######## design 1 ########
<file path="src/rtl/inst_fetch.sv">
// ---------------------------------------------------------------------------
// inst_fetch
//   Instruction fetch unit. Holds the program counter (word address), drives
//   it straight onto the instruction memory read port, and captures the
//   combinationally returned word together with its PC into a single output
//   register stage guarded by a valid/ready handshake. Execute can redirect
//   fetch at any time. Fetching a SYSTEM-opcode word delivers that word and
//   then parks the unit in HALT until a redirect or reset.
//
// Ports
//   i_clk            clock, rising edge
//   i_rst            synchronous active-high reset
//   o_mem_addr       word address to instruction memory (= PC)
//   i_mem_data       instruction word for o_mem_addr (combinational)
//   o_inst_valid     output stage holds an instruction
//   i_inst_ready     decode accepts the instruction this cycle
//   o_inst           held instruction word
//   o_inst_pc        word address of o_inst
//   i_redirect       flush and restart fetch at i_redirect_addr
//   i_redirect_addr  redirect target word address
//   o_halted         unit is in HALT
//   o_fetch_count    number of completed handshakes (wraps)
// ---------------------------------------------------------------------------
module inst_fetch #(
  parameter logic [31:0] RESET_ADDR    = 32'd0,
  parameter logic [6:0]  SYSTEM_OPCODE = 7'b1110011
) (
  input  logic        i_clk,
  input  logic        i_rst,
  output logic [31:0] o_mem_addr,
  input  logic [31:0] i_mem_data,
  output logic        o_inst_valid,
  input  logic        i_inst_ready,
  output logic [31:0] o_inst,
  output logic [31:0] o_inst_pc,
  input  logic        i_redirect,
  input  logic [31:0] i_redirect_addr,
  output logic        o_halted,
  output logic [31:0] o_fetch_count
);

  typedef enum logic {
    S_RUN  = 1'b0,
    S_HALT = 1'b1
  } state_t;

  state_t      r_state;
  logic [31:0] r_pc;
  logic [31:0] r_inst;
  logic [31:0] r_inst_pc;
  logic        r_inst_valid;
  logic        r_halted;
  logic [31:0] r_fetch_count;

  logic        w_fire;
  logic        w_free;
  logic        w_is_system;

  assign w_fire      = r_inst_valid & i_inst_ready;
  // The stage can take a new word when empty or when its current word
  // leaves this same cycle, so backpressure release costs no bubble.
  assign w_free      = ~r_inst_valid | w_fire;
  assign w_is_system = (i_mem_data[6:0] == SYSTEM_OPCODE);

  always_ff @(posedge i_clk) begin
    if (i_rst) begin
      r_state       <= S_RUN;
      r_pc          <= RESET_ADDR;
      r_inst        <= 32'd0;
      r_inst_pc     <= 32'd0;
      r_inst_valid  <= 1'b0;
      r_halted      <= 1'b0;
      r_fetch_count <= 32'd0;
    end else begin
      // A handshake completes regardless of any redirect in the same cycle.
      if (w_fire) begin
        r_fetch_count <= r_fetch_count + 32'd1;
      end

      if (i_redirect) begin
        r_inst_valid <= 1'b0;
        r_pc         <= i_redirect_addr;
        r_state      <= S_RUN;
        r_halted     <= 1'b0;
      end else begin
        case (r_state)
          S_RUN: begin
            if (w_free) begin
              r_inst       <= i_mem_data;
              r_inst_pc    <= r_pc;
              r_inst_valid <= 1'b1;
              // PC stays on the SYSTEM word so o_mem_addr points at it
              // while halted.
              if (w_is_system) begin
                r_state  <= S_HALT;
                r_halted <= 1'b1;
              end else begin
                r_pc <= r_pc + 32'd1;
              end
            end
          end
          S_HALT: begin
            if (w_fire) begin
              r_inst_valid <= 1'b0;
            end
          end
          default: begin
            r_state <= S_RUN;
          end
        endcase
      end
    end
  end

  assign o_mem_addr    = r_pc;
  assign o_inst_valid  = r_inst_valid;
  assign o_inst        = r_inst;
  assign o_inst_pc     = r_inst_pc;
  assign o_halted      = r_halted;
  assign o_fetch_count = r_fetch_count;

endmodule

</file>
<file path="config.mk">
export PLATFORM = sky130hd
export DESIGN_NAME = inst_fetch
export DESIGN_NICKNAME = d
export VERILOG_FILES = /design/src/rtl/inst_fetch.sv
export SDC_FILE = /design/constraint.sdc
export NUM_CORES = 1
export LEC_CHECK = 0
export ABC_CLOCK_PERIOD_IN_PS = 3870
export CAP_MARGIN = 20
export CORE_MARGIN = 4
export CORE_UTILIZATION = 40
export CTS_BUF_LIST = sky130_fd_sc_hd__clkbuf_16
export DETAILED_ROUTE_END_ITERATION = 10
export PLACE_DENSITY = 0.72
export SKIP_CTS_REPAIR_TIMING = 1
export SLEW_MARGIN = 5
export SYNTH_ARGS = -nofsm -noshare
export SYNTH_HDL_FRONTEND = slang
export SYNTH_SLANG_ARGS = --single-unit
</file>
<file path="constraint.sdc">
create_clock -name i_clk -period 3.87 [get_ports i_clk]
set_input_delay 1.161 -clock i_clk [delete_from_list [all_inputs] [get_ports i_clk]]
set_output_delay 1.161 -clock i_clk [all_outputs]
set_load 0.1 [all_outputs]
</file>
######## design 2 ########
--- src/rtl/sys_run_controller.sv ---
// Session sequencer around the single-cycle MIPS core: loads data and program
// images through the core's reset-time write ports, runs it, then dumps data memory.
module sys_run_controller #(
  parameter int unsigned TIMEOUT      = 100000,
  parameter int unsigned RD_LAT       = 1,
  parameter int unsigned INST_SCRATCH = 1023,
  parameter int unsigned DATA_SCRATCH = 1023
) (
  input  logic        clk,
  input  logic        rst,
  input  logic        start,
  input  logic [15:0] data_len,
  input  logic [15:0] inst_len,
  input  logic [31:0] dump_base,
  input  logic [15:0] dump_len,
  input  logic        s_valid,
  output logic        s_ready,
  input  logic [31:0] s_data,
  output logic        m_valid,
  input  logic        m_ready,
  output logic [31:0] m_data,
  output logic        busy,
  output logic        sess_done,
  output logic        timeout_err,
  output logic [31:0] run_cycles,
  output logic        proc_rst,
  output logic [31:0] inst_write_addr,
  output logic [31:0] inst_data_in,
  output logic [31:0] mem_write_addr,
  output logic [31:0] mem_data_in,
  input  logic [31:0] proc_out,
  input  logic        proc_done
);

  localparam logic [2:0] ST_IDLE      = 3'd0;
  localparam logic [2:0] ST_LOAD_DATA = 3'd1;
  localparam logic [2:0] ST_LOAD_INST = 3'd2;
  localparam logic [2:0] ST_RUN       = 3'd3;
  localparam logic [2:0] ST_DUMP      = 3'd4;
  localparam logic [2:0] ST_FINISH    = 3'd5;

  logic [2:0]  state;
  logic [15:0] idx;
  logic [15:0] idx_inc;
  logic [15:0] data_len_q;
  logic [15:0] inst_len_q;
  logic [15:0] dump_len_q;
  logic [31:0] dump_base_q;
  logic [31:0] lat_cnt;

  assign idx_inc   = idx + 16'd1;
  assign s_ready   = (state == ST_LOAD_DATA) || (state == ST_LOAD_INST);
  assign busy      = (state != ST_IDLE);
  assign sess_done = (state == ST_FINISH);
  // The core must stay out of reset through DUMP so it keeps done high and serves reads.
  assign proc_rst  = !((state == ST_RUN) || (state == ST_DUMP));

  always_comb begin
    inst_write_addr = 32'(INST_SCRATCH);
    inst_data_in    = '0;
    mem_write_addr  = 32'(DATA_SCRATCH);
    mem_data_in     = '0;
    if (state == ST_LOAD_DATA && s_valid) begin
      mem_write_addr = {16'd0, idx};
      mem_data_in    = s_data;
    end else if (state == ST_LOAD_INST && s_valid) begin
      inst_write_addr = {16'd0, idx};
      inst_data_in    = s_data;
    end else if (state == ST_DUMP) begin
      mem_write_addr = dump_base_q + {16'd0, idx};
    end
  end

  always_ff @(posedge clk) begin
    if (rst) begin
      state       <= ST_IDLE;
      idx         <= '0;
      data_len_q  <= '0;
      inst_len_q  <= '0;
      dump_len_q  <= '0;
      dump_base_q <= '0;
      lat_cnt     <= '0;
      m_valid     <= 1'b0;
      m_data      <= '0;
      timeout_err <= 1'b0;
      run_cycles  <= '0;
    end else begin
      case (state)
        ST_IDLE: begin
          if (start) begin
            data_len_q  <= data_len;
            inst_len_q  <= inst_len;
            dump_len_q  <= dump_len;
            dump_base_q <= dump_base;
            timeout_err <= 1'b0;
            run_cycles  <= '0;
            idx         <= '0;
            if (data_len != 16'd0)      state <= ST_LOAD_DATA;
            else if (inst_len != 16'd0) state <= ST_LOAD_INST;
            else                        state <= ST_RUN;
          end
        end
        ST_LOAD_DATA: begin
          if (s_valid) begin
            if (idx_inc == data_len_q) begin
              idx   <= '0;
              state <= (inst_len_q != 16'd0) ? ST_LOAD_INST : ST_RUN;
            end else begin
              idx <= idx_inc;
            end
          end
        end
        ST_LOAD_INST: begin
          if (s_valid) begin
            if (idx_inc == inst_len_q) begin
              idx   <= '0;
              state <= ST_RUN;
            end else begin
              idx <= idx_inc;
            end
          end
        end
        ST_RUN: begin
          run_cycles <= run_cycles + 32'd1;
          if (proc_done) begin
            lat_cnt <= '0;
            state   <= (dump_len_q != 16'd0) ? ST_DUMP : ST_FINISH;
          end else if (run_cycles + 32'd1 == 32'(TIMEOUT)) begin
            timeout_err <= 1'b1;
            state       <= ST_FINISH;
          end
        end
        ST_DUMP: begin
          // Address is held for RD_LAT cycles, then read data is captured and presented.
          if (!m_valid) begin
            if (lat_cnt == 32'(RD_LAT)) begin
              m_data  <= proc_out;
              m_valid <= 1'b1;
            end else begin
              lat_cnt <= lat_cnt + 32'd1;
            end
          end else if (m_ready) begin
            m_valid <= 1'b0;
            lat_cnt <= '0;
            if (idx_inc == dump_len_q) state <= ST_FINISH;
            else                       idx   <= idx_inc;
          end
        end
        ST_FINISH: state <= ST_IDLE;
        default:   state <= ST_IDLE;
      endcase
    end
  end

endmodule

--- config.mk ---
export PLATFORM = sky130hd
export DESIGN_NAME = sys_run_controller
export DESIGN_NICKNAME = d
export VERILOG_FILES = /design/src/rtl/sys_run_controller.sv
export SDC_FILE = /design/constraint.sdc
export NUM_CORES = 1
export LEC_CHECK = 0
export CAP_MARGIN = 20
export CORE_ASPECT_RATIO = 1.25
export CORE_MARGIN = 5
export CORE_UTILIZATION = 35
export CTS_CLUSTER_DIAMETER = 50
export CTS_CLUSTER_SIZE = 8
export DETAILED_ROUTE_END_ITERATION = 10
export PLACE_DENSITY = 0.67
export SETUP_SLACK_MARGIN = 0.4
export SYNTH_ARGS = -nofsm -noshare
export SYNTH_HDL_FRONTEND = slang
export SYNTH_SLANG_ARGS = --single-unit
--- constraint.sdc ---
create_clock -name clk -period 8.93 [get_ports clk]
set_clock_uncertainty 0.2 [all_clocks]
set_input_delay 2.679 -clock clk [delete_from_list [all_inputs] [get_ports clk]]
set_output_delay 2.679 -clock clk [all_outputs]
set_load 0.005 [all_outputs]
######## design 3 ########
## src/rtl/alu_pkg.sv

```systemverilog
// Shared types for the sequential ALU: op codes, handshake FSM states, compare flags.
package alu_pkg;

    localparam int XLEN_DEF = 64;
    localparam int CNT_W    = $clog2(XLEN_DEF);

    typedef enum logic [3:0] {
        OP_ADD   = 4'd0,
        OP_SUB   = 4'd1,
        OP_AND   = 4'd2,
        OP_OR    = 4'd3,
        OP_XOR   = 4'd4,
        OP_SLL   = 4'd5,
        OP_SRL   = 4'd6,
        OP_SRA   = 4'd7,
        OP_SLT   = 4'd8,
        OP_SLTU  = 4'd9,
        OP_MUL   = 4'd10,
        OP_MULHU = 4'd11,
        OP_DIVU  = 4'd12,
        OP_REMU  = 4'd13,
        OP_RSV14 = 4'd14,
        OP_RSV15 = 4'd15
    } alu_op_e;

    typedef enum logic [1:0] {
        S_IDLE = 2'd0,
        S_MUL  = 2'd1,
        S_DIV  = 2'd2,
        S_DONE = 2'd3
    } alu_state_e;

    typedef struct packed {
        logic eq;
        logic ne;
        logic lt;
        logic ge;
        logic ult;
        logic uge;
    } alu_flags_t;

    function automatic logic is_muldiv(input alu_op_e op);
        return (op == OP_MUL) || (op == OP_MULHU) || (op == OP_DIVU) || (op == OP_REMU);
    endfunction

endpackage

```

## src/rtl/alu_muldiv_iter.sv

```systemverilog
// Iterative unsigned multiplier (shift-add) and restoring divider, one bit per cycle.
// res_o carries the post-iteration value so the caller can register it on the done_o cycle.
module alu_muldiv_iter
    import alu_pkg::*;
#(
    parameter int XLEN = XLEN_DEF
) (
    input  logic            clk,
    input  logic            rst_n,
    input  logic            start_i,
    input  logic            div_i,
    input  logic            hi_i,
    input  logic [XLEN-1:0] a_i,
    input  logic [XLEN-1:0] b_i,
    output logic            done_o,
    output logic [XLEN-1:0] res_o
);
    localparam int CW = $clog2(XLEN);

    logic              active_q, div_q, hi_q;
    logic [CW-1:0]     cnt_q;
    logic [2*XLEN-1:0] prod_q, prod_d;
    logic [XLEN-1:0]   opb_q, quo_q, quo_d;
    logic [XLEN:0]     rem_q, rem_d;
    logic [XLEN:0]     mul_sum;
    logic [XLEN+1:0]   shifted, trial;

    always_comb begin
        mul_sum = {1'b0, prod_q[2*XLEN-1:XLEN]} + (prod_q[0] ? {1'b0, opb_q} : '0);
        prod_d  = {mul_sum, prod_q[XLEN-1:1]};

        // Trial subtract one bit wider than the remainder so its sign is the borrow.
        shifted = {rem_q, quo_q[XLEN-1]};
        trial   = shifted - {2'b00, opb_q};
        if (trial[XLEN+1]) begin
            rem_d = shifted[XLEN:0];
            quo_d = {quo_q[XLEN-2:0], 1'b0};
        end else begin
            rem_d = trial[XLEN:0];
            quo_d = {quo_q[XLEN-2:0], 1'b1};
        end

        if (div_q) res_o = hi_q ? rem_d[XLEN-1:0] : quo_d;
        else       res_o = hi_q ? prod_d[2*XLEN-1:XLEN] : prod_d[XLEN-1:0];
    end

    assign done_o = active_q && (cnt_q == CW'(XLEN - 1));

    always_ff @(posedge clk or negedge rst_n) begin
        if (!rst_n) begin
            active_q <= 1'b0;
            div_q    <= 1'b0;
            hi_q     <= 1'b0;
            cnt_q    <= '0;
            prod_q   <= '0;
            opb_q    <= '0;
            quo_q    <= '0;
            rem_q    <= '0;
        end else if (start_i) begin
            active_q <= 1'b1;
            div_q    <= div_i;
            hi_q     <= hi_i;
            cnt_q    <= '0;
            prod_q   <= {{XLEN{1'b0}}, a_i};
            opb_q    <= b_i;
            quo_q    <= a_i;
            rem_q    <= '0;
        end else if (active_q) begin
            cnt_q <= cnt_q + CW'(1);
            if (done_o) active_q <= 1'b0;
            if (div_q) begin
                rem_q <= rem_d;
                quo_q <= quo_d;
            end else begin
                prod_q <= prod_d;
            end
        end
    end

endmodule

```

## src/rtl/alu_seq.sv

```systemverilog
// Sequential ALU: single-cycle arith/logic/shift/compare ops plus iterative MUL/MULHU/DIVU/REMU.
// Result and compare flags are latched at acceptance and held until out_ready.
module alu_seq
    import alu_pkg::*;
#(
    parameter int XLEN      = XLEN_DEF,
    parameter int MULDIV_EN = 1
) (
    input  logic            clk,
    input  logic            rst_n,
    input  logic            in_valid,
    output logic            in_ready,
    input  logic [XLEN-1:0] a,
    input  logic [XLEN-1:0] b,
    input  logic [3:0]      op,
    output logic            out_valid,
    input  logic            out_ready,
    output logic [XLEN-1:0] result,
    output logic            equal,
    output logic            not_equal,
    output logic            lesser_than,
    output logic            greater_or_equal,
    output logic            unsigned_lesser,
    output logic            unsigned_greater_equal,
    output logic            busy
);
    localparam int SH_W = $clog2(XLEN);

    alu_state_e      state_q;
    alu_flags_t      flags_q, flags_d;
    alu_op_e         op_e;
    logic [XLEN-1:0] result_q, alu_res_d, md_res;
    logic [XLEN:0]   sdiff, udiff;
    logic [SH_W-1:0] shamt;
    logic            md_op, md_div, md_hi, md_start, md_done;

    assign op_e     = alu_op_e'(op);
    assign shamt    = b[SH_W-1:0];
    assign md_op    = (MULDIV_EN != 0) && is_muldiv(op_e);
    assign md_div   = (op_e == OP_DIVU) || (op_e == OP_REMU);
    assign md_hi    = (op_e == OP_MULHU) || (op_e == OP_REMU);
    assign md_start = in_valid && (state_q == S_IDLE) && md_op;

    // Sign-extended difference keeps the true sign even when a-b overflows XLEN bits.
    assign sdiff = {a[XLEN-1], a} - {b[XLEN-1], b};
    assign udiff = {1'b0, a} - {1'b0, b};

    always_comb begin
        flags_d.eq  = (a == b);
        flags_d.ne  = ~flags_d.eq;
        flags_d.lt  = sdiff[XLEN];
        flags_d.ge  = ~flags_d.lt;
        flags_d.ult = udiff[XLEN];
        flags_d.uge = ~flags_d.ult;

        alu_res_d = '0;
        case (op_e)
            OP_ADD:  alu_res_d = a + b;
            OP_SUB:  alu_res_d = a - b;
            OP_AND:  alu_res_d = a & b;
            OP_OR:   alu_res_d = a | b;
            OP_XOR:  alu_res_d = a ^ b;
            OP_SLL:  alu_res_d = a << shamt;
            OP_SRL:  alu_res_d = a >> shamt;
            OP_SRA:  alu_res_d = $unsigned($signed(a) >>> shamt);
            OP_SLT:  alu_res_d = {{(XLEN-1){1'b0}}, sdiff[XLEN]};
            OP_SLTU: alu_res_d = {{(XLEN-1){1'b0}}, udiff[XLEN]};
            default: alu_res_d = '0;
        endcase
    end

    if (MULDIV_EN != 0) begin : g_md
        alu_muldiv_iter #(.XLEN(XLEN)) u_iter (
            .clk     (clk),
            .rst_n   (rst_n),
            .start_i (md_start),
            .div_i   (md_div),
            .hi_i    (md_hi),
            .a_i     (a),
            .b_i     (b),
            .done_o  (md_done),
            .res_o   (md_res)
        );
    end else begin : g_no_md
        assign md_done = 1'b0;
        assign md_res  = '0;
    end

    always_ff @(posedge clk or negedge rst_n) begin
        if (!rst_n) begin
            state_q  <= S_IDLE;
            result_q <= '0;
            flags_q  <= '0;
        end else begin
            case (state_q)
                S_IDLE: if (in_valid) begin
                    flags_q <= flags_d;
                    if (md_op) begin
                        state_q <= md_div ? S_DIV : S_MUL;
                    end else begin
                        result_q <= alu_res_d;
                        state_q  <= S_DONE;
                    end
                end
                S_MUL, S_DIV: if (md_done) begin
                    result_q <= md_res;
                    state_q  <= S_DONE;
                end
                S_DONE: if (out_ready) state_q <= S_IDLE;
                default: state_q <= S_IDLE;
            endcase
        end
    end

    assign in_ready               = (state_q == S_IDLE);
    assign busy                   = (state_q != S_IDLE);
    assign out_valid              = (state_q == S_DONE);
    assign result                 = result_q;
    assign equal                  = flags_q.eq;
    assign not_equal              = flags_q.ne;
    assign lesser_than            = flags_q.lt;
    assign greater_or_equal       = flags_q.ge;
    assign unsigned_lesser        = flags_q.ult;
    assign unsigned_greater_equal = flags_q.uge;

endmodule

```

## config.mk

```make
export PLATFORM = sky130hd
export DESIGN_NAME = alu_seq
export DESIGN_NICKNAME = d
export VERILOG_FILES = /design/src/rtl/alu_pkg.sv /design/src/rtl/alu_muldiv_iter.sv /design/src/rtl/alu_seq.sv
export SDC_FILE = /design/constraint.sdc
export NUM_CORES = 2
export LEC_CHECK = 0
export CAP_MARGIN = 20
export CORE_MARGIN = 10
export CORE_UTILIZATION = 55
export DETAILED_ROUTE_END_ITERATION = 16
export GPL_TIMING_DRIVEN = 1
export HOLD_SLACK_MARGIN = 0.12
export PLACE_DENSITY = 0.7
export SETUP_SLACK_MARGIN = 0.05
export SLEW_MARGIN = 20
export SYNTH_ARGS = -nofsm -noshare
export SYNTH_HDL_FRONTEND = slang
export SYNTH_SLANG_ARGS = --single-unit
```

## constraint.sdc

```tcl
create_clock -name clk -period 5.5 [get_ports clk]
set_clock_uncertainty 0.2 [all_clocks]
set_input_delay 1.65 -clock clk [delete_from_list [all_inputs] [get_ports clk]]
set_output_delay 1.65 -clock clk [all_outputs]
set_load 0.02 [all_outputs]
```

######## design 4 ########
<file path="config.mk">
export PLATFORM = sky130hd
export DESIGN_NAME = demultiplexor_buffered
export DESIGN_NICKNAME = d
export VERILOG_FILES = /design/src/rtl/demultiplexor_buffered_pkg.sv /design/src/rtl/lane_fifo2.sv /design/src/rtl/demultiplexor_buffered.sv
export SDC_FILE = /design/constraint.sdc
export NUM_CORES = 1
export LEC_CHECK = 0
export ABC_AREA = 1
export CAP_MARGIN = 10
export CORE_MARGIN = 1
export CORE_UTILIZATION = 53
export DETAILED_ROUTE_END_ITERATION = 6
export GPL_TIMING_DRIVEN = 1
export PLACE_DENSITY_LB_ADDON = 0.3
export SLEW_MARGIN = 20
export SYNTH_ARGS = -nofsm -noshare
export SYNTH_HDL_FRONTEND = slang
export SYNTH_SLANG_ARGS = --single-unit
</file>
<file path="constraint.sdc">
create_clock -name clk -period 2.4 [get_ports clk]
set_clock_uncertainty 0.05 [all_clocks]
set_input_delay 0.48 -clock clk [delete_from_list [all_inputs] [get_ports clk]]
set_output_delay 0.48 -clock clk [all_outputs]
set_load 0.05 [all_outputs]
</file>
<file path="src/rtl/demultiplexor_buffered_pkg.sv">
// Shared types for the buffered demultiplexor: the occupancy states of a
// two-entry lane FIFO. Lane count and word widths stay module parameters.
package demultiplexor_buffered_pkg;

    // Occupancy of one lane FIFO; the encoding equals the word count.
    typedef enum logic [1:0] {
        LANE_EMPTY = 2'd0,
        LANE_ONE   = 2'd1,
        LANE_TWO   = 2'd2
    } lane_state_e;

    // True when a lane in state s can take another word.
    function automatic logic lane_has_room(input lane_state_e s);
        return (s != LANE_TWO);
    endfunction

endpackage

</file>
<file path="src/rtl/lane_fifo2.sv">
// Two-entry FIFO for one demultiplexor output lane.
//
// state      | meaning
// -----------+------------------------------------------------
// LANE_EMPTY | no word held, HeadValid low
// LANE_ONE   | one word in the head slot
// LANE_TWO   | head and tail slots both hold words, Full high
//
// The head slot is a register wired straight to HeadData, so the consumer
// never sees a mux path from the input. A push into a one-word lane that is
// popped in the same cycle overwrites the head directly.
module lane_fifo2
    import demultiplexor_buffered_pkg::*;
#(
    parameter int bDATA = 4
) (
    input  logic             clk,
    input  logic             reset,
    input  logic [bDATA-1:0] PushData,
    input  logic             Push,
    input  logic             Pop,
    output logic [bDATA-1:0] HeadData,
    output logic             HeadValid,
    output logic             Full
);

    lane_state_e      state;
    lane_state_e      state_next;
    logic [bDATA-1:0] head;
    logic [bDATA-1:0] head_next;
    logic [bDATA-1:0] tail;
    logic [bDATA-1:0] tail_next;
    logic             push_eff;
    logic             pop_eff;

    // Next occupancy and slot contents from the push/pop pair.
    always_comb begin
        state_next = state;
        head_next  = head;
        tail_next  = tail;
        push_eff   = Push & lane_has_room(state);
        pop_eff    = Pop & (state != LANE_EMPTY);
        case (state)
            LANE_EMPTY: begin
                if (push_eff) begin
                    state_next = LANE_ONE;
                    head_next  = PushData;
                end
            end
            LANE_ONE: begin
                case ({push_eff, pop_eff})
                    2'b10: begin
                        state_next = LANE_TWO;
                        tail_next  = PushData;
                    end
                    2'b01: begin
                        state_next = LANE_EMPTY;
                    end
                    2'b11: begin
                        head_next  = PushData;
                    end
                    default: begin
                        state_next = LANE_ONE;
                    end
                endcase
            end
            LANE_TWO: begin
                if (pop_eff) begin
                    state_next = LANE_ONE;
                    head_next  = tail;
                end
            end
            default: begin
                state_next = LANE_EMPTY;
            end
        endcase
    end

    // State and slot registers; reset discards everything held.
    always_ff @(posedge clk) begin
        if (reset) begin
            state <= LANE_EMPTY;
            head  <= '0;
            tail  <= '0;
        end else begin
            state <= state_next;
            head  <= head_next;
            tail  <= tail_next;
        end
    end

    assign HeadData  = head;
    assign HeadValid = (state != LANE_EMPTY);
    assign Full      = (state == LANE_TWO);

endmodule

</file>
<file path="src/rtl/demultiplexor_buffered.sv">
// Buffered 1-to-N stream demultiplexor. Each input word is steered to the
// lane named by InSelect and queued in that lane's two-entry FIFO, so a
// stalled consumer only blocks words addressed to its own lane. Words with
// a select beyond the last lane are accepted, discarded and flagged.
module demultiplexor_buffered #(
    parameter int nOUTPUT = 4,
    parameter int bDATA   = 4,
    parameter int bSEL    = 2
) (
    input  logic                     clk,
    input  logic                     reset,
    input  logic [bDATA-1:0]         InData,
    input  logic [bSEL-1:0]          InSelect,
    input  logic                     InValid,
    output logic                     InReady,
    output logic [bDATA*nOUTPUT-1:0] OutData,
    output logic [nOUTPUT-1:0]       OutValid,
    input  logic [nOUTPUT-1:0]       OutReady,
    output logic                     Dropped
);

    logic [nOUTPUT-1:0] lane_hit;
    logic [nOUTPUT-1:0] lane_full;
    logic [nOUTPUT-1:0] lane_push;
    logic               sel_ok;
    logic               accept;
    logic               dropped_q;

    // One-hot decode of the select; an out-of-range select hits no lane.
    always_comb begin
        lane_hit = '0;
        for (int i = 0; i < nOUTPUT; i++) begin
            lane_hit[i] = (InSelect == bSEL'(i));
        end
    end

    // Ready depends only on the select and registered fullness, never on OutReady.
    always_comb begin
        sel_ok    = |lane_hit;
        InReady   = ~sel_ok | ~(|(lane_hit & lane_full));
        accept    = InValid & InReady;
        lane_push = {nOUTPUT{accept}} & lane_hit;
    end

    for (genvar g = 0; g < nOUTPUT; g++) begin : g_lane
        lane_fifo2 #(
            .bDATA (bDATA)
        ) u_lane (
            .clk       (clk),
            .reset     (reset),
            .PushData  (InData),
            .Push      (lane_push[g]),
            .Pop       (OutReady[g]),
            .HeadData  (OutData[g*bDATA +: bDATA]),
            .HeadValid (OutValid[g]),
            .Full      (lane_full[g])
        );
    end

    // Pulse the cycle after an accepted word was discarded for a bad select.
    always_ff @(posedge clk) begin
        if (reset) begin
            dropped_q <= 1'b0;
        end else begin
            dropped_q <= accept & ~sel_ok;
        end
    end

    assign Dropped = dropped_q;

endmodule

</file>
design_2/cell_classes.png
Fill, decap, tap and diode cells in gray.
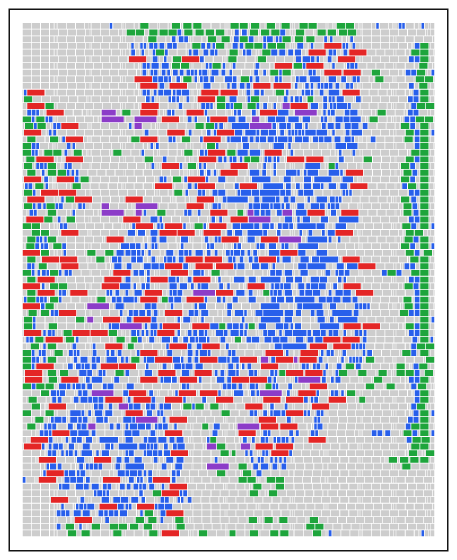
Key: clock drivers and dummy loads = purple [cells 32]; other buffers and delay cells = green [cells 347]; flip-flops = red [cells 197]; all other logic = blue [cells 1297]
area inside the core boundary: 35170 um2
site row count: 77

==> Flow_metrics.wiki, design 2 <==
== Implementation results ==
{| class="wikitable"
! Metric !! Value
|-
| Number of cell instances on the worst register-to-register path || 10
|-
| Clock Path Buffers || 2
|-
| Fill cell instance count of the final layout || 3483
|-
| Status || completed
|-
| Total clock network power || between 0.0007 and 0.0008 W
|-
| Fin Setup TNS || 0 ns
|-
| Area leader share || 0.3195
|-
| Repair and plain buffers || 347
|-
| Leading power group || registers
|-
| Worst Setup Slack, final || 1.671 ns
|-
| CP delay by family, top || buffers and inverters
|-
| Internal Dissipation || 0.001755 W
|-
| Final-stage net count || 2032
|-
| Synth-to-layout area growth || 32.57%
|-
| Cell depth of the worst min-delay path || 2
|-
| Syn Std Cell Area || roughly 12000 um2
|-
| WL final || 43190 um
|-
| Routed WL per cell || 18.38 um
|-
| Cell-by-cell listing of the critical path || buf_2 -> buf_4 -> and2_0 -> a22o_1 -> clkdlybuf4s50_1
|-
| Number of instances in the placed design || 2314
|-
| Post-synth ARST share || 0
|-
| Hold-fix buffers at CTS || 0
|-
| Number of max-capacitance violations reported || 0
|-
| Critical path arrival || around 4.4 ns
|-
| Crit Reg-Reg Endpoint || idx[5]$_SDFFE_PP0P_
|-
| Tap cells || around 470
|-
| Clock buffers || 17
|-
| Post-placement cell area || 15780 um2
|-
| Post_cts resized || 0
|}
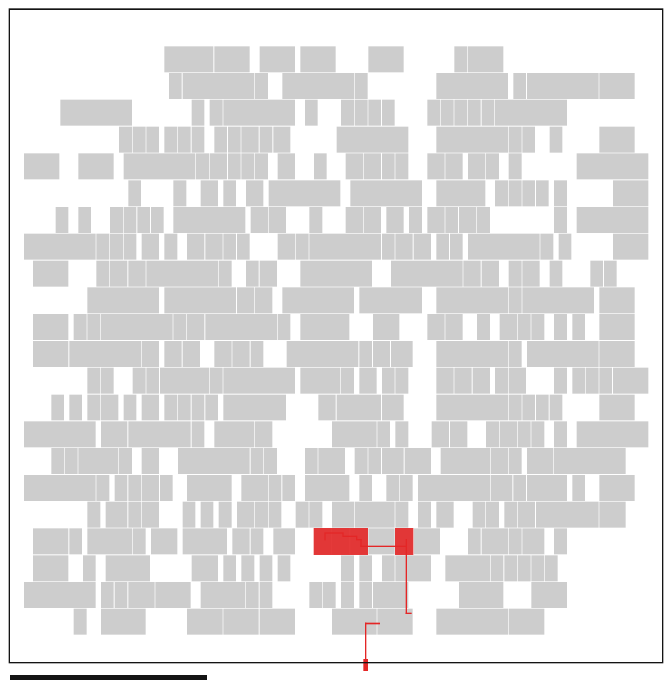
design_4/port_nets.png
Scale bar: 20 um.
Key: InValid = red [direction input, edge south, end cells 4, wire 23.2 um]

==> Flow_metrics.wiki, design 4 <==
== Implementation results ==
{| class="wikitable"
! Metric !! Value
|-
| Status || completed
|-
| Sw Share || 0.3274
|-
| Most frequently placed logic cells in the final layout || sky130_fd_sc_hd__inv_1, sky130_fd_sc_hd__nand2_1, sky130_fd_sc_hd__nor2_1, sky130_fd_sc_hd__dfxtp_1, sky130_fd_sc_hd__o21ai_0
|-
| Flip-flops with a built-in enable || 0
|-
| Global placer's final weighted congestion || 0.7937
|-
| Simple-gate share of the synthesized area || 0.2709
|-
| Adder Area Share || 0.05727
|-
| Total grt overflow || 0
|-
| Number of instances in the placed design || 409
|-
| Number of buffers added by the clock tree synthesis step || 5
|-
| Critical path capture point || OutValid[0]
|-
| Hold-fix buffers at CTS || 0
|-
| Area leader share || 0.3757
|-
| Critical path arrival || 1.66 ns
|-
| Tap cells || 48
|-
| WL final || 4345 um
|-
| Cell depth of the worst min-delay path || 2
|-
| Worst slew margin || 0.6681
|-
| XOR-XNOR Cells, Area Fraction || 0
|-
| Area taken by flip-flops and latches || 820.8 um2
|-
| Via-per-instance ratio || 4.772
|-
| Slew @ Worst Pin || 0.4963 ns
|-
| Most common library cell in the layout ignoring fill and taps || sky130_fd_sc_hd__inv_1
|-
| Clock network fraction of total power || 0.279
|-
| # DRC || 0
|}
design_1/port_nets.png
Scale bar: 50 um.
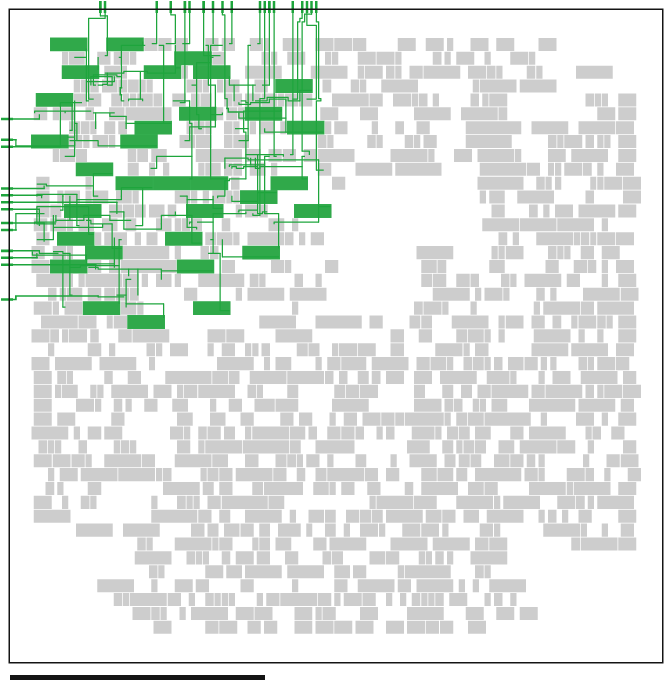
Key: o_fetch_count = green [direction output, edge 19 north, 13 west, end cells 32, wire 1430 um]
total of buffers placed on input and output ports: 197
I/O pin count: 198

==> Flow_metrics.wiki, design 1 <==
== Implementation results ==
{| class="wikitable"
! Metric !! Value
|-
| Status || completed
|-
| Post-placement cell area || 7582 um2
|-
| Sw Share || 0.3242
|-
| Global-route wire length before repair || 25830 um
|-
| Repair and plain buffers || 207
|-
| Setup slack on the worst flop-to-flop path || 1.59 ns
|-
| Dominant Register Cell || sky130_fd_sc_hd__dfxtp_1
|-
| Init Core Util || 0.4103
|-
| Post-synth seq share || 0.4569
|-
| Fraction of final layout cells sized beyond drive strength 1 || 0.1685
|-
| Global-route met1 utilization || 0.2653
|-
| Logic area || 2859 um2
|-
| Post-Syn Nets || 765
|-
| Die span in x || 127.8 um
|-
| Leading power group || the clock network
|-
| Worst setup path category || reg -> out
|-
| Area enclosed by the die boundary || about 16000 um2
|-
| Worst Setup Slack, final || 0.8200 ns
|-
| Worst hold endpoint || o_inst[16]$_SDFFE_PP0P_
|}
design_3/final_placement.png
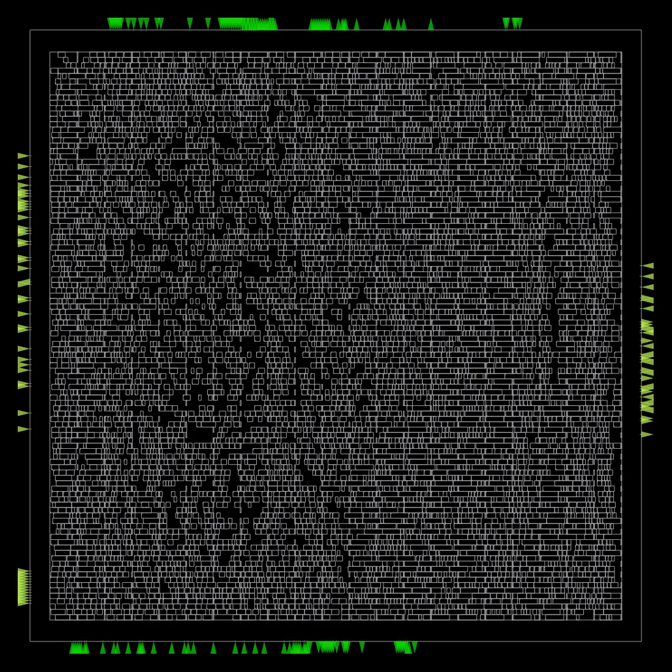
non-filler instance count after layout: 8300
register share of the cell area: 0.1733
post-layout util: 0.6940

==> Flow_metrics.wiki, design 3 <==
== Implementation results ==
{| class="wikitable"
! Metric !! Value
|-
| Fill cell instance count of the final layout || around 7000
|-
| Final number of setup-violating endpoints || 1
|-
| Post-placement cell area || approximately 57000 um2
|-
| Status || finished, violations left
|-
| XOR-XNOR Cells, Area Fraction || 0.03335
|-
| Worst hold endpoint || equal$_DFFE_PN0P_
|-
| Worst Setup Slack, final || -0.04375 ns
|-
| Met3 Wirelength || 46110 um
|-
| Largest register by flop count || g_md.u_iter.prod_q
|-
| Met2 wire length || 99150 um
|-
| Repair and plain buffers || 1258
|-
| Violated checks || negative setup slack
|-
| Die span in x || 310.4 um
|-
| Number of max-capacitance violations reported || 0
|-
| Unique cell types || 101
|-
| Slew @ Worst Pin || 1.282 ns
|-
| Internal Dissipation || about 0.010 W
|-
| Number of vias after detailed routing || 58550
|-
| Part of the power in registers || 0.222
|-
| Number of sinks driven by the clock tree || 402
|-
| Post_cts resized || 3
|-
| Cell accounting for the most synthesized area || sky130_fd_sc_hd__dfrtp_1
|}

==> screenshots <==
PDN straps and rails.
Plate I
Scale bar: 50 um. Pins as bars on the die edge. Tap cells in gray.
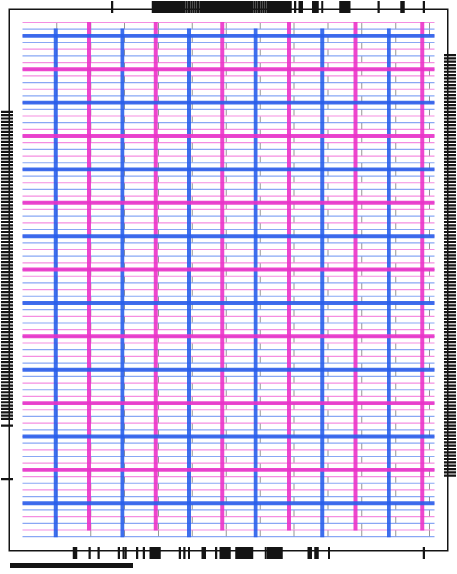
Plate II
Scale bar: 20 um. Pins as bars on the die edge. Tap cells in gray.
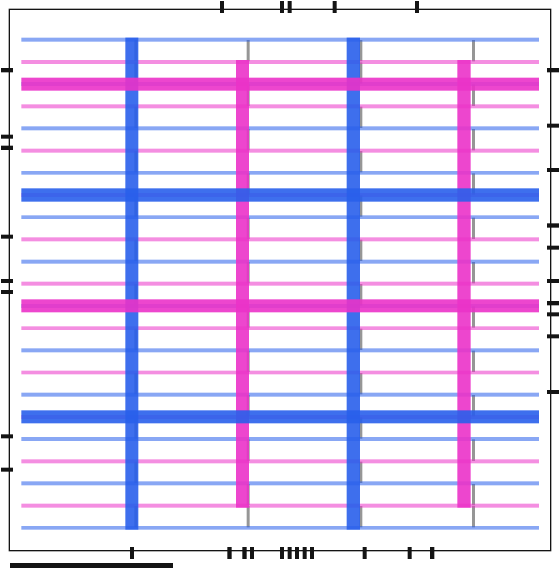
Plate III
Scale bar: 100 um. Pins as bars on the die edge. Tap cells in gray.
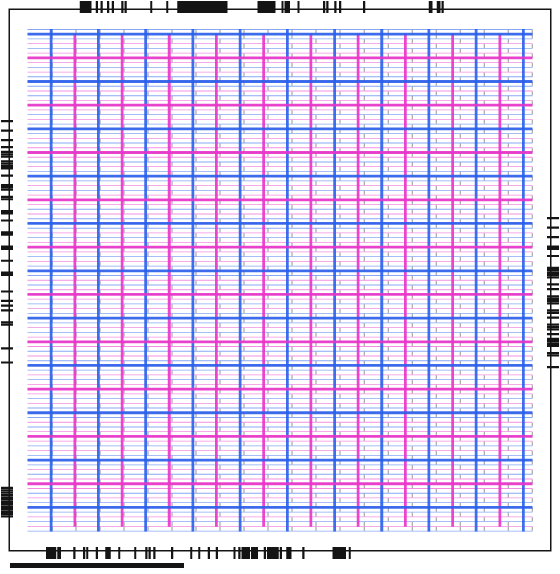
Plate IV
Scale bar: 50 um. Pins as bars on the die edge. Tap cells in gray.
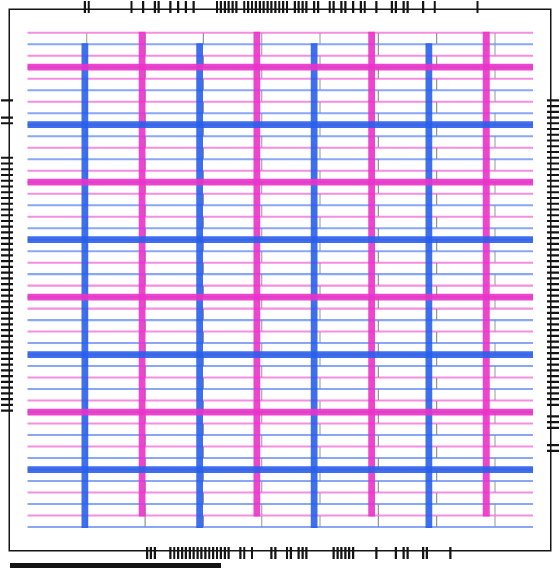
Of these, fewest pins: Plate II
Of these, smallest die: Plate II
design 1: Plate IV
design 3: Plate III
design 2: Plate I
design 4: Plate II

Key to Plate I:
Key: VDD = magenta; VSS = blue
The core has 77 rows. 12 straps on met4. 474 tap cells. 78 met1 rails follow the rows. 15 straps on met5.



==> notes/layouts.md <==
Pictures saved along the way, in no particular order.

Wiring heat map.
(a)
The die is cut into 13 by 13 equal tiles; dark blue is low, red is high, scaled to the fullest tile. Values are wire area over tile area, all layers added.
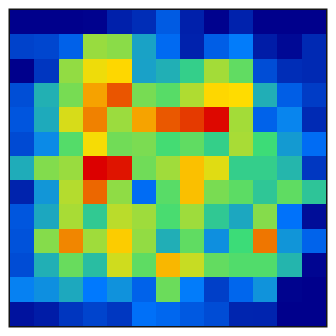
(b)
The die is cut into 18 by 22 equal tiles; dark blue is low, red is high, scaled to the fullest tile. Values are wire area over tile area, all layers added.
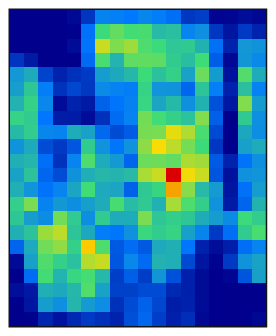
(c)
The die is cut into 31 by 31 equal tiles; dark blue is low, red is high, scaled to the fullest tile. Values are wire area over tile area, all layers added.
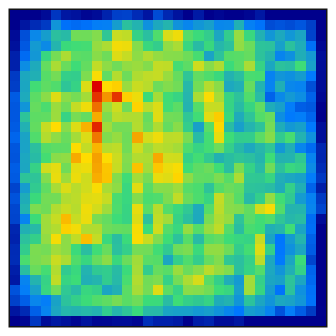
(d)
The die is cut into 26 by 26 equal tiles; dark blue is low, red is high, scaled to the fullest tile. Values are wire area over tile area, all layers added.
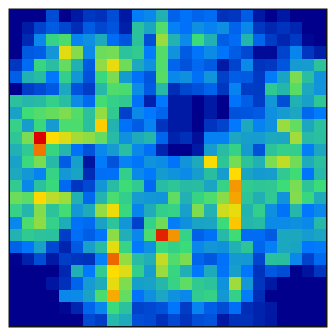
(c) comes from design 3.
(a) comes from design 4.
(b) comes from design 2.
(d) comes from design 1.

Key to (c):
The fullest tile reaches 1.1. 4.9% of the tiles are nearly empty. 46% of the tiles are over half the peak.


==> layout pictures side by side <==
Placed standard cells.
panel A
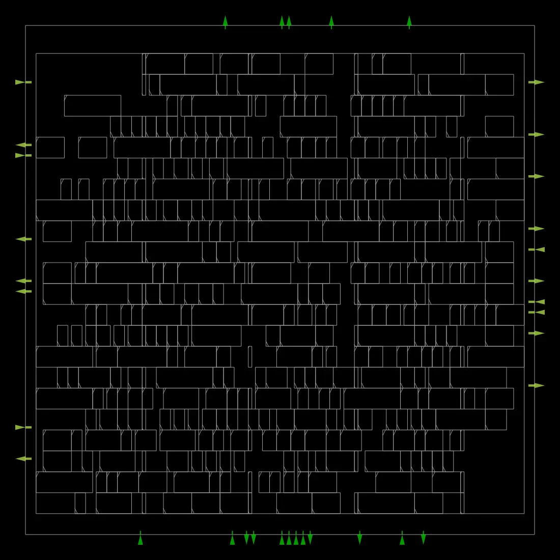
panel B
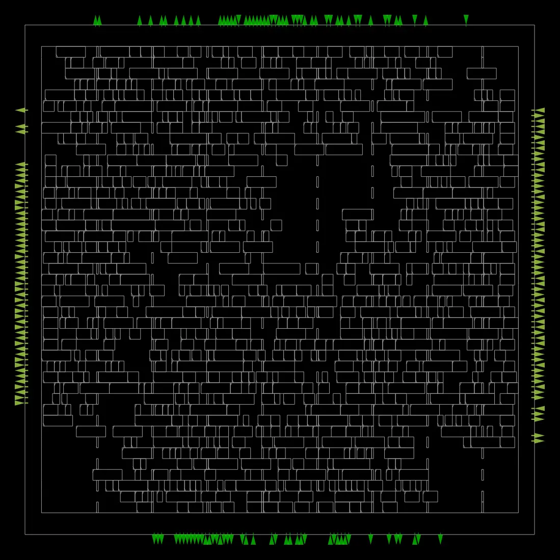
panel C
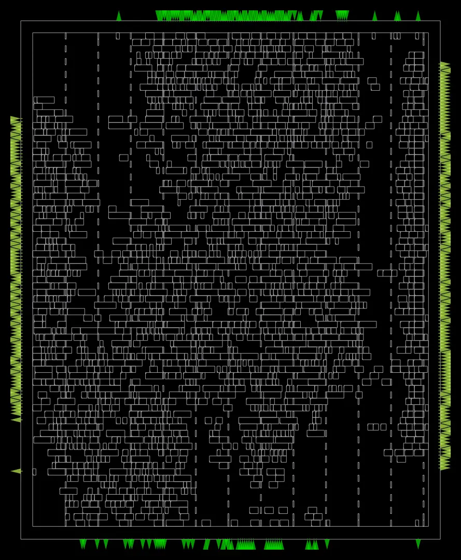
- panel C = design 2
- panel B = design 1
- panel A = design 4
- lowest utilization: panel C
- most sequential cells: panel C

Power is estimated from default activity; no workload was simulated.
